######## framebuffer_arbiter ########
Figure 1. Signal wires by layer (framebuffer_arbiter).
Scale: 2 px per um. Two of the layers only.
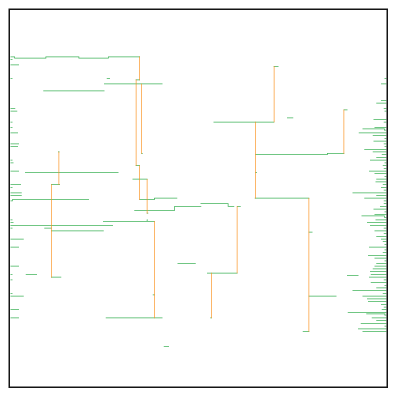
Figure 2. Layout detail (framebuffer_arbiter).
Region (79, 117) to (109, 147) um. Cells in gray, sequential cells in the stronger gray; small squares are vias.
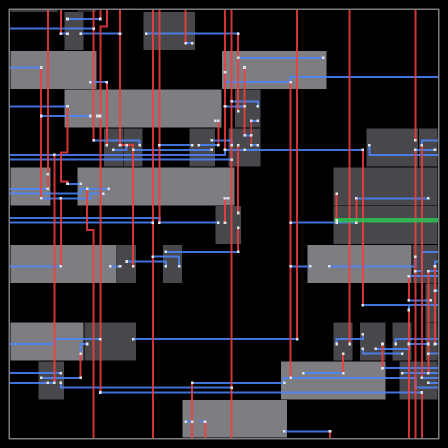
### src/rtl/framebuffer_arbiter.sv
// framebuffer_arbiter: owns the single RAM port of the double-buffered
// framebuffer. The scan-engine reader has fixed priority over writer words,
// which wait in a small FIFO. The display and write banks swap tear-free on
// frame_end once a complete frame has been committed.
// Optional build macro FB_STALL_COUNT_EN adds the stall_count output.
module framebuffer_arbiter #(
    parameter int ADDR_WIDTH  = 11,
    parameter int DATA_WIDTH  = 32,
    parameter int WFIFO_DEPTH = 4
) (
    input  logic                  pixel_clk,
    input  logic                  reset,
    input  logic                  wr_valid,
    output logic                  wr_ready,
    input  logic [DATA_WIDTH-1:0] wr_data,
    input  logic                  rd_req,
    input  logic [ADDR_WIDTH-1:0] rd_addr,
    output logic                  rd_valid,
    output logic [DATA_WIDTH-1:0] rd_data,
    input  logic                  frame_end,
    output logic [ADDR_WIDTH:0]   mem_addr,
    output logic                  mem_wr_en,
    output logic [DATA_WIDTH-1:0] mem_wr_data,
    input  logic [DATA_WIDTH-1:0] mem_rd_data,
    output logic                  display_bank,
    output logic                  write_bank,
    output logic                  swap_pending
`ifdef FB_STALL_COUNT_EN
    ,
    output logic [15:0]           stall_count
`endif
);

    localparam int PTR_W = (WFIFO_DEPTH > 1) ? $clog2(WFIFO_DEPTH) : 1;

    typedef enum logic {
        FILLING   = 1'b0,
        WAIT_SWAP = 1'b1
    } state_t;

    state_t                  state_q, state_d;
    logic [DATA_WIDTH-1:0]   fifo_mem [WFIFO_DEPTH];
    logic [PTR_W-1:0]        fifo_head, fifo_tail;
    logic [PTR_W:0]          fifo_count;
    logic                    fifo_empty, fifo_full;
    logic                    push, do_commit, last_word, do_swap;
    logic [ADDR_WIDTH-1:0]   wr_ptr;
    logic [1:0]              rd_pipe;

    assign fifo_empty   = (fifo_count == '0);
    assign fifo_full    = (fifo_count == (PTR_W+1)'(WFIFO_DEPTH));
    assign wr_ready     = !fifo_full;
    assign push         = wr_valid && wr_ready;
    // Reader always wins the port; writes also hold off while a finished
    // frame waits to be displayed, so the back bank is never overwritten.
    assign do_commit    = !rd_req && !fifo_empty && (state_q == FILLING);
    assign last_word    = do_commit && (wr_ptr == '1);
    assign swap_pending = (state_q == WAIT_SWAP);
    assign write_bank   = ~display_bank;

    // Next-state: frame completion and swap decision.
    always_comb begin
        // NOTE: every output of a combinational block gets a default first,
        // otherwise a path that skips an assignment infers a latch.
        state_d = state_q;
        do_swap = 1'b0;
        case (state_q)
            FILLING: begin
                if (last_word) begin
                    // A frame_end landing on the final commit swaps at once.
                    if (frame_end) do_swap = 1'b1;
                    else           state_d = WAIT_SWAP;
                end
            end
            WAIT_SWAP: begin
                if (frame_end) begin
                    do_swap = 1'b1;
                    state_d = FILLING;
                end
            end
            default: state_d = FILLING;
        endcase
    end

    // State register and display bank; write_bank is its complement.
    always_ff @(posedge pixel_clk) begin
        // NOTE: sequential state uses non-blocking assignments so every
        // register samples the pre-edge values regardless of statement order.
        if (reset) begin
            state_q      <= FILLING;
            display_bank <= 1'b0;
        end else begin
            state_q <= state_d;
            if (do_swap) display_bank <= ~display_bank;
        end
    end

    // FIFO storage.
    always_ff @(posedge pixel_clk) begin
        // NOTE: the storage array is not reset; the count marks which
        // entries are meaningful, and a reset RAM would cost a flop array.
        if (push) fifo_mem[fifo_tail] <= wr_data;
    end

    // FIFO pointers and occupancy.
    always_ff @(posedge pixel_clk) begin
        if (reset) begin
            fifo_head  <= '0;
            fifo_tail  <= '0;
            fifo_count <= '0;
        end else begin
            if (push)      fifo_tail <= fifo_tail + PTR_W'(1);
            if (do_commit) fifo_head <= fifo_head + PTR_W'(1);
            case ({push, do_commit})
                2'b10:   fifo_count <= fifo_count + (PTR_W+1)'(1);
                2'b01:   fifo_count <= fifo_count - (PTR_W+1)'(1);
                default: fifo_count <= fifo_count;
            endcase
        end
    end

    // RAM port slot: read, write commit, or idle.
    always_ff @(posedge pixel_clk) begin
        if (reset) begin
            mem_addr    <= '0;
            mem_wr_en   <= 1'b0;
            mem_wr_data <= '0;
            wr_ptr      <= '0;
        end else if (rd_req) begin
            mem_addr  <= {display_bank, rd_addr};
            mem_wr_en <= 1'b0;
        end else if (do_commit) begin
            mem_addr    <= {write_bank, wr_ptr};
            mem_wr_data <= fifo_mem[fifo_head];
            mem_wr_en   <= 1'b1;
            wr_ptr      <= wr_ptr + ADDR_WIDTH'(1);
        end else begin
            mem_wr_en <= 1'b0;
        end
    end

    // Read return: address registered, RAM latency, then capture.
    always_ff @(posedge pixel_clk) begin
        if (reset) begin
            rd_pipe  <= '0;
            rd_valid <= 1'b0;
            rd_data  <= '0;
        end else begin
            rd_pipe  <= {rd_pipe[0], rd_req};
            rd_valid <= rd_pipe[1];
            if (rd_pipe[1]) rd_data <= mem_rd_data;
        end
    end

`ifdef FB_STALL_COUNT_EN
    // Saturating count of cycles a queued word could not be committed.
    always_ff @(posedge pixel_clk) begin
        if (reset) begin
            stall_count <= '0;
        end else if (!fifo_empty && !do_commit && (stall_count != 16'hFFFF)) begin
            stall_count <= stall_count + 16'd1;
        end
    end
`endif

endmodule

### config.mk
export PLATFORM = sky130hd
export DESIGN_NAME = framebuffer_arbiter
export DESIGN_NICKNAME = d
export VERILOG_FILES = /design/src/rtl/framebuffer_arbiter.sv
export SDC_FILE = /design/constraint.sdc
export NUM_CORES = 1
export LEC_CHECK = 0
export ABC_AREA = 1
export CAP_MARGIN = 20
export CORE_MARGIN = 2
export CORE_UTILIZATION = 25
export DETAILED_ROUTE_END_ITERATION = 16
export MAX_ROUTING_LAYER = met4
export PLACE_DENSITY_LB_ADDON = 0.12
export SLEW_MARGIN = 20
export SYNTH_ARGS = -nofsm -noshare
export SYNTH_HDL_FRONTEND = slang
export SYNTH_SLANG_ARGS = --single-unit
### constraint.sdc
create_clock -name pixel_clk -period 2.51 [get_ports pixel_clk]
set_input_delay 0.3765 -clock pixel_clk [delete_from_list [all_inputs] [get_ports pixel_clk]]
set_output_delay 0.3765 -clock pixel_clk [all_outputs]
set_load 0.01 [all_outputs]
==> impl_metrics.json <==
{
  "post-place-ws_ns": 0.102,
  "cp_max_fo": 3,
  "wl_met2_um": 10600,
  "seq_cells": 228,
  "run_status": "complete, no violations",
  "cp_top_family": "buffers and inverters",
  "ys_ff": 228,
  "wl_met3_um": 1140,
  "place.gp.congestion": 0.743,
  "synth.area.top_cells": "edfxtp_1, dfxtp_1, nor2_1",
  "clockBufferCount": 38,
  "grt_pass1_vias": 5855,
  "power_switching_mw": 3.10,
  "ys_seq_share_pct": 68.8,
  "fp.dieH_um": 188,
  "synth_warnings": 0,
  "largest_reg_flops": 128,
  "arrival_ns": 1.74,
  "std_cell_rows": 67,
  "drc_errors": 0,
  "io_pins": 162,
  "fin_tns_setup_ns": 0,
  "combPwrFrac_pct": 22.4,
  "fin_ws_ns": 0.391,
  "post_layout_nonfiller_instances": 1433,
  "startpoint_type": "register",
  "comb_area_sq_mm": 0.00232,
  "power_leader": "registers"
}
Notes on Figure 1 above:
Key: orange = M4 [wire length 444 um]; green = M3 [wire length 1140 um]
via count: 6078
DRT Wirelength: 22800 um
gr usage total: 13.0%

Notes on Figure 2 above:
Key: red = M2; green = M3; blue = M1
30 logic cells have their middle in the window. Sequential cells in the window: 9. Most frequent: nor2_1 (7), dfxtp_1 (5), edfxtp_1 (4). Netlist names of flops here include fifo_mem (4), fifo_count (2), mem_wr_data (2).


######## uart_rx ########
Figure 3. Congestion heat map (uart_rx).
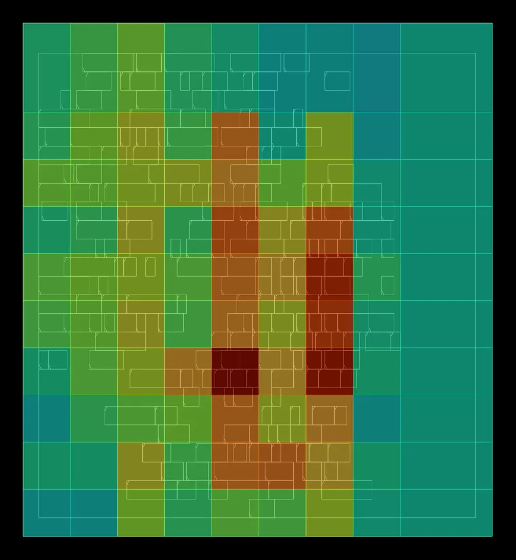
Figure 4. Layout detail (uart_rx).
Region (19, 38) to (49, 68) um. Cells in gray, sequential cells in the stronger gray; small squares are vias.
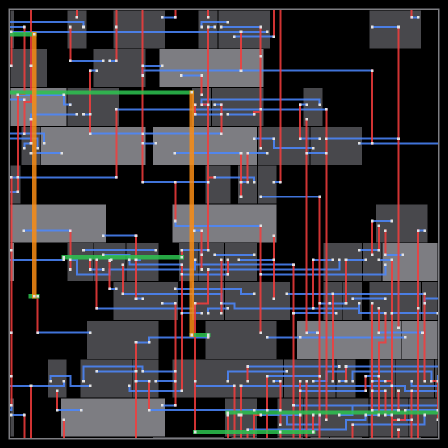
Figure 5. M1 wires (uart_rx).
Scale: 4 px per um. Supply wires on this layer in gray.
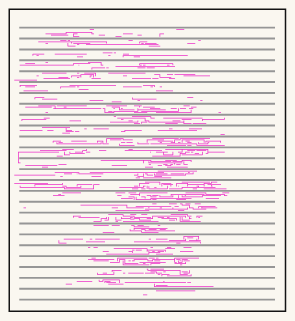
==> config.mk <==
export PLATFORM = sky130hd
export DESIGN_NAME = uart_rx
export DESIGN_NICKNAME = d
export VERILOG_FILES = /design/src/rtl/uart_rx.sv
export SDC_FILE = /design/constraint.sdc
export NUM_CORES = 1
export LEC_CHECK = 0
export CAP_MARGIN = 10
export CORE_ASPECT_RATIO = 1.1
export CORE_MARGIN = 2
export CORE_UTILIZATION = 34
export DETAILED_ROUTE_END_ITERATION = 7
export GPL_TIMING_DRIVEN = 0
export MAX_ROUTING_LAYER = met4
export SLEW_MARGIN = 20
export SYNTH_ARGS = -nofsm -noshare
export SYNTH_HDL_FRONTEND = slang
export SYNTH_SLANG_ARGS = --single-unit
==> constraint.sdc <==
create_clock -name clk -period 5.3 [get_ports clk]
set_clock_uncertainty 0.05 [all_clocks]
set_input_delay 1.59 -clock clk [delete_from_list [all_inputs] [get_ports clk]]
set_output_delay 1.59 -clock clk [all_outputs]
set_load 0.05 [all_outputs]
==> src/rtl/uart_rx.sv <==
// uart_rx: 16x oversampled serial receiver for DBIT data bits, LSB first, and SB_TICK
// oversample ticks of stop bit. Defining UART_RX_PARITY_EN adds one even-parity bit
// after the data bits. Without it, parity_err is tied to 0.
`timescale 1ns / 1ps

module uart_rx #(
    parameter int unsigned DBIT    = 8,
    parameter int unsigned SB_TICK = 16
) (
    input  logic       clk,
    input  logic       rst,
    input  logic       s_tick,
    input  logic       rx,
    output logic [7:0] dout,
    output logic       rx_done_tick,
    output logic       frame_err,
    output logic       parity_err
);

    localparam logic [2:0] IDLE   = 3'd0;
    localparam logic [2:0] START  = 3'd1;
    localparam logic [2:0] DATA   = 3'd2;
`ifdef UART_RX_PARITY_EN
    localparam logic [2:0] PARITY = 3'd3;
`endif
    localparam logic [2:0] STOP   = 3'd4;

    localparam logic [4:0] S_LAST = 5'(SB_TICK - 1);
    localparam logic [2:0] N_LAST = 3'(DBIT - 1);
    localparam int unsigned PAD   = 8 - DBIT;

    logic [2:0] state_q, state_d;
    logic [4:0] s_cnt_q, s_cnt_d;
    logic [2:0] n_cnt_q, n_cnt_d;
    logic [7:0] shift_q, shift_d;
    logic [7:0] dout_q, dout_d;
    logic       done_q, done_d;
    logic       frame_err_q, frame_err_d;
    logic [7:0] data_w;

    // Data bits enter at the MSB, so a short frame sits at the top of the shift register.
    assign data_w = shift_q >> PAD;

`ifdef UART_RX_PARITY_EN
    logic par_q, par_d;
    logic parity_err_q, parity_err_d;
`endif

    // Next-state logic for the receive FSM, counters and output registers
    always_comb begin
        state_d     = state_q;
        s_cnt_d     = s_cnt_q;
        n_cnt_d     = n_cnt_q;
        shift_d     = shift_q;
        dout_d      = dout_q;
        done_d      = 1'b0;
        frame_err_d = frame_err_q;
`ifdef UART_RX_PARITY_EN
        par_d        = par_q;
        parity_err_d = parity_err_q;
`endif
        case (state_q)
            IDLE: begin
                // Leaving IDLE is the only transition not gated by s_tick.
                if (!rx) begin
                    state_d = START;
                    s_cnt_d = 5'd0;
                end
            end
            START: begin
                if (s_tick) begin
                    if (s_cnt_q == 5'd7) begin
                        if (!rx) begin
                            state_d = DATA;
                            s_cnt_d = 5'd0;
                            n_cnt_d = 3'd0;
                        end else begin
                            // Start bit not held to mid-bit: treat it as a glitch.
                            state_d = IDLE;
                        end
                    end else begin
                        s_cnt_d = s_cnt_q + 5'd1;
                    end
                end
            end
            DATA: begin
                if (s_tick) begin
                    if (s_cnt_q == 5'd15) begin
                        s_cnt_d = 5'd0;
                        shift_d = {rx, shift_q[7:1]};
                        if (n_cnt_q == N_LAST) begin
`ifdef UART_RX_PARITY_EN
                            state_d = PARITY;
`else
                            state_d = STOP;
`endif
                        end else begin
                            n_cnt_d = n_cnt_q + 3'd1;
                        end
                    end else begin
                        s_cnt_d = s_cnt_q + 5'd1;
                    end
                end
            end
`ifdef UART_RX_PARITY_EN
            PARITY: begin
                if (s_tick) begin
                    if (s_cnt_q == 5'd15) begin
                        par_d   = rx;
                        s_cnt_d = 5'd0;
                        state_d = STOP;
                    end else begin
                        s_cnt_d = s_cnt_q + 5'd1;
                    end
                end
            end
`endif
            STOP: begin
                if (s_tick) begin
                    if (s_cnt_q == S_LAST) begin
                        dout_d      = data_w;
                        frame_err_d = ~rx;
`ifdef UART_RX_PARITY_EN
                        parity_err_d = ^{data_w, par_q};
`endif
                        done_d  = 1'b1;
                        state_d = IDLE;
                    end else begin
                        s_cnt_d = s_cnt_q + 5'd1;
                    end
                end
            end
            default: state_d = IDLE;
        endcase
    end

    // State registers with synchronous active-low reset
    always_ff @(posedge clk) begin
        if (!rst) begin
            state_q     <= IDLE;
            s_cnt_q     <= 5'd0;
            n_cnt_q     <= 3'd0;
            shift_q     <= 8'd0;
            dout_q      <= 8'd0;
            done_q      <= 1'b0;
            frame_err_q <= 1'b0;
`ifdef UART_RX_PARITY_EN
            par_q        <= 1'b0;
            parity_err_q <= 1'b0;
`endif
        end else begin
            state_q     <= state_d;
            s_cnt_q     <= s_cnt_d;
            n_cnt_q     <= n_cnt_d;
            shift_q     <= shift_d;
            dout_q      <= dout_d;
            done_q      <= done_d;
            frame_err_q <= frame_err_d;
`ifdef UART_RX_PARITY_EN
            par_q        <= par_d;
            parity_err_q <= parity_err_d;
`endif
        end
    end

    assign dout         = dout_q;
    assign rx_done_tick = done_q;
    assign frame_err    = frame_err_q;
`ifdef UART_RX_PARITY_EN
    assign parity_err = parity_err_q;
`else
    assign parity_err = 1'b0;
`endif

endmodule

==> impl_metrics.json <==
{
  "wl_met3_um": 208,
  "hold_path_class": "register to register",
  "clkCellAreaFrac_pct": 4.72,
  "crit_required_ns": 5.41,
  "power.share.clock_pct": 30.0,
  "cp_max_fo": 6,
  "synthXorXnorAreaFrac_pct": 0,
  "std_cell_rows": 25,
  "fin_nets": 199,
  "drtAntennaViolNets": 0,
  "antenna_cells": 0,
  "run_status": "complete, no violations",
  "arrival_ns": 3.42,
  "power_switching_mw": 0.202,
  "cp-end-kind": "register",
  "power_sequential_mw": 0.240,
  "synth_area_sq_mm": 0.00156,
  "seqCellArea_sq_um": 581,
  "comb_share_pct": 49.4,
  "crit_path_start": "rx",
  "startpoint_type": "input port",
  "drt-initial-drc-count": 77,
  "powerComb_mw": 0.178,
  "synth_cell_type_count": 47,
  "p_per_area_mw_per_mm2": 326,
  "worst_path_max_delay_cell": "clkdlybuf4s50_1",
  "path_clk_slew_ns": 0.07,
  "clock_latency_ns": 0.28,
  "final_common_cell": "dfxtp_1",
  "htree_levels": 2,
  "relSlewSlack_pct": 58.1,
  "port_buffers": 11,
  "finalPower_mw": 0.597,
  "mostFrequentLayoutCells": "dfxtp_1, nor2_1, mux2i_1",
  "hpwl_um": 2310,
  "buffer_area_share_pct": 9.58,
  "grtUsageTotal_pct": 15.0,
  "finalSetupViolCount": 0,
  "holdWs_ns": 0.424,
  "grt-busiest-layer": "met2",
  "globalRouteOverflowTotal": 0,
  "finalClockPeriodUsage_pct": 62.4,
  "r2r-end": "n_cnt_q[0]$_SDFFE_PN0P_"
}
About Figure 3:
global routing usage on met3: 3.89%
wire per inst: 13.6 um
Final Core Density: 42.0%
met2 usage: 21.7%

About Figure 4:
Key: orange = M4; blue = M1; red = M2; green = M3
Netlist names of flops here include data_w (4), n_cnt_q (3). 57 logic cells have their middle in the window. Most frequent: mux2i_1 (9), dfxtp_1 (9), nor2_1 (8). Sequential cells in the window: 9.

About Figure 5:
The longest straight run is 18.4 um. 187 nets have wire on it. The layer carries 1580 um of wire.
met1 usage: 19.0%
DRT Wirelength: 3340 um
via count: 1301



==> gallery <==
Selected gate families.
picture 1
Scale: 2 px per um.
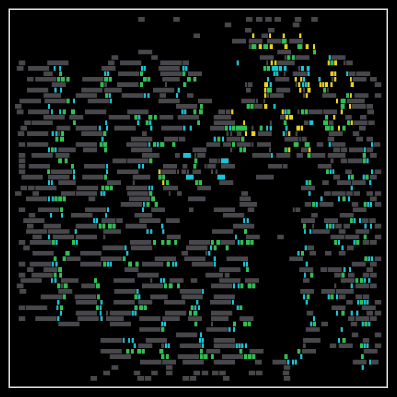
picture 2
Scale: 6 px per um.
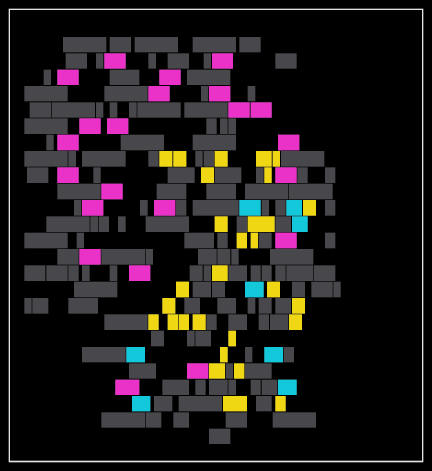
picture 2 -> uart_rx
picture 1 -> framebuffer_arbiter

Key to picture 2:
Key: cyan = non-inverting ao/oa cells [cells 8]; magenta = mux cells [cells 22]; yellow = nand cells [cells 28]

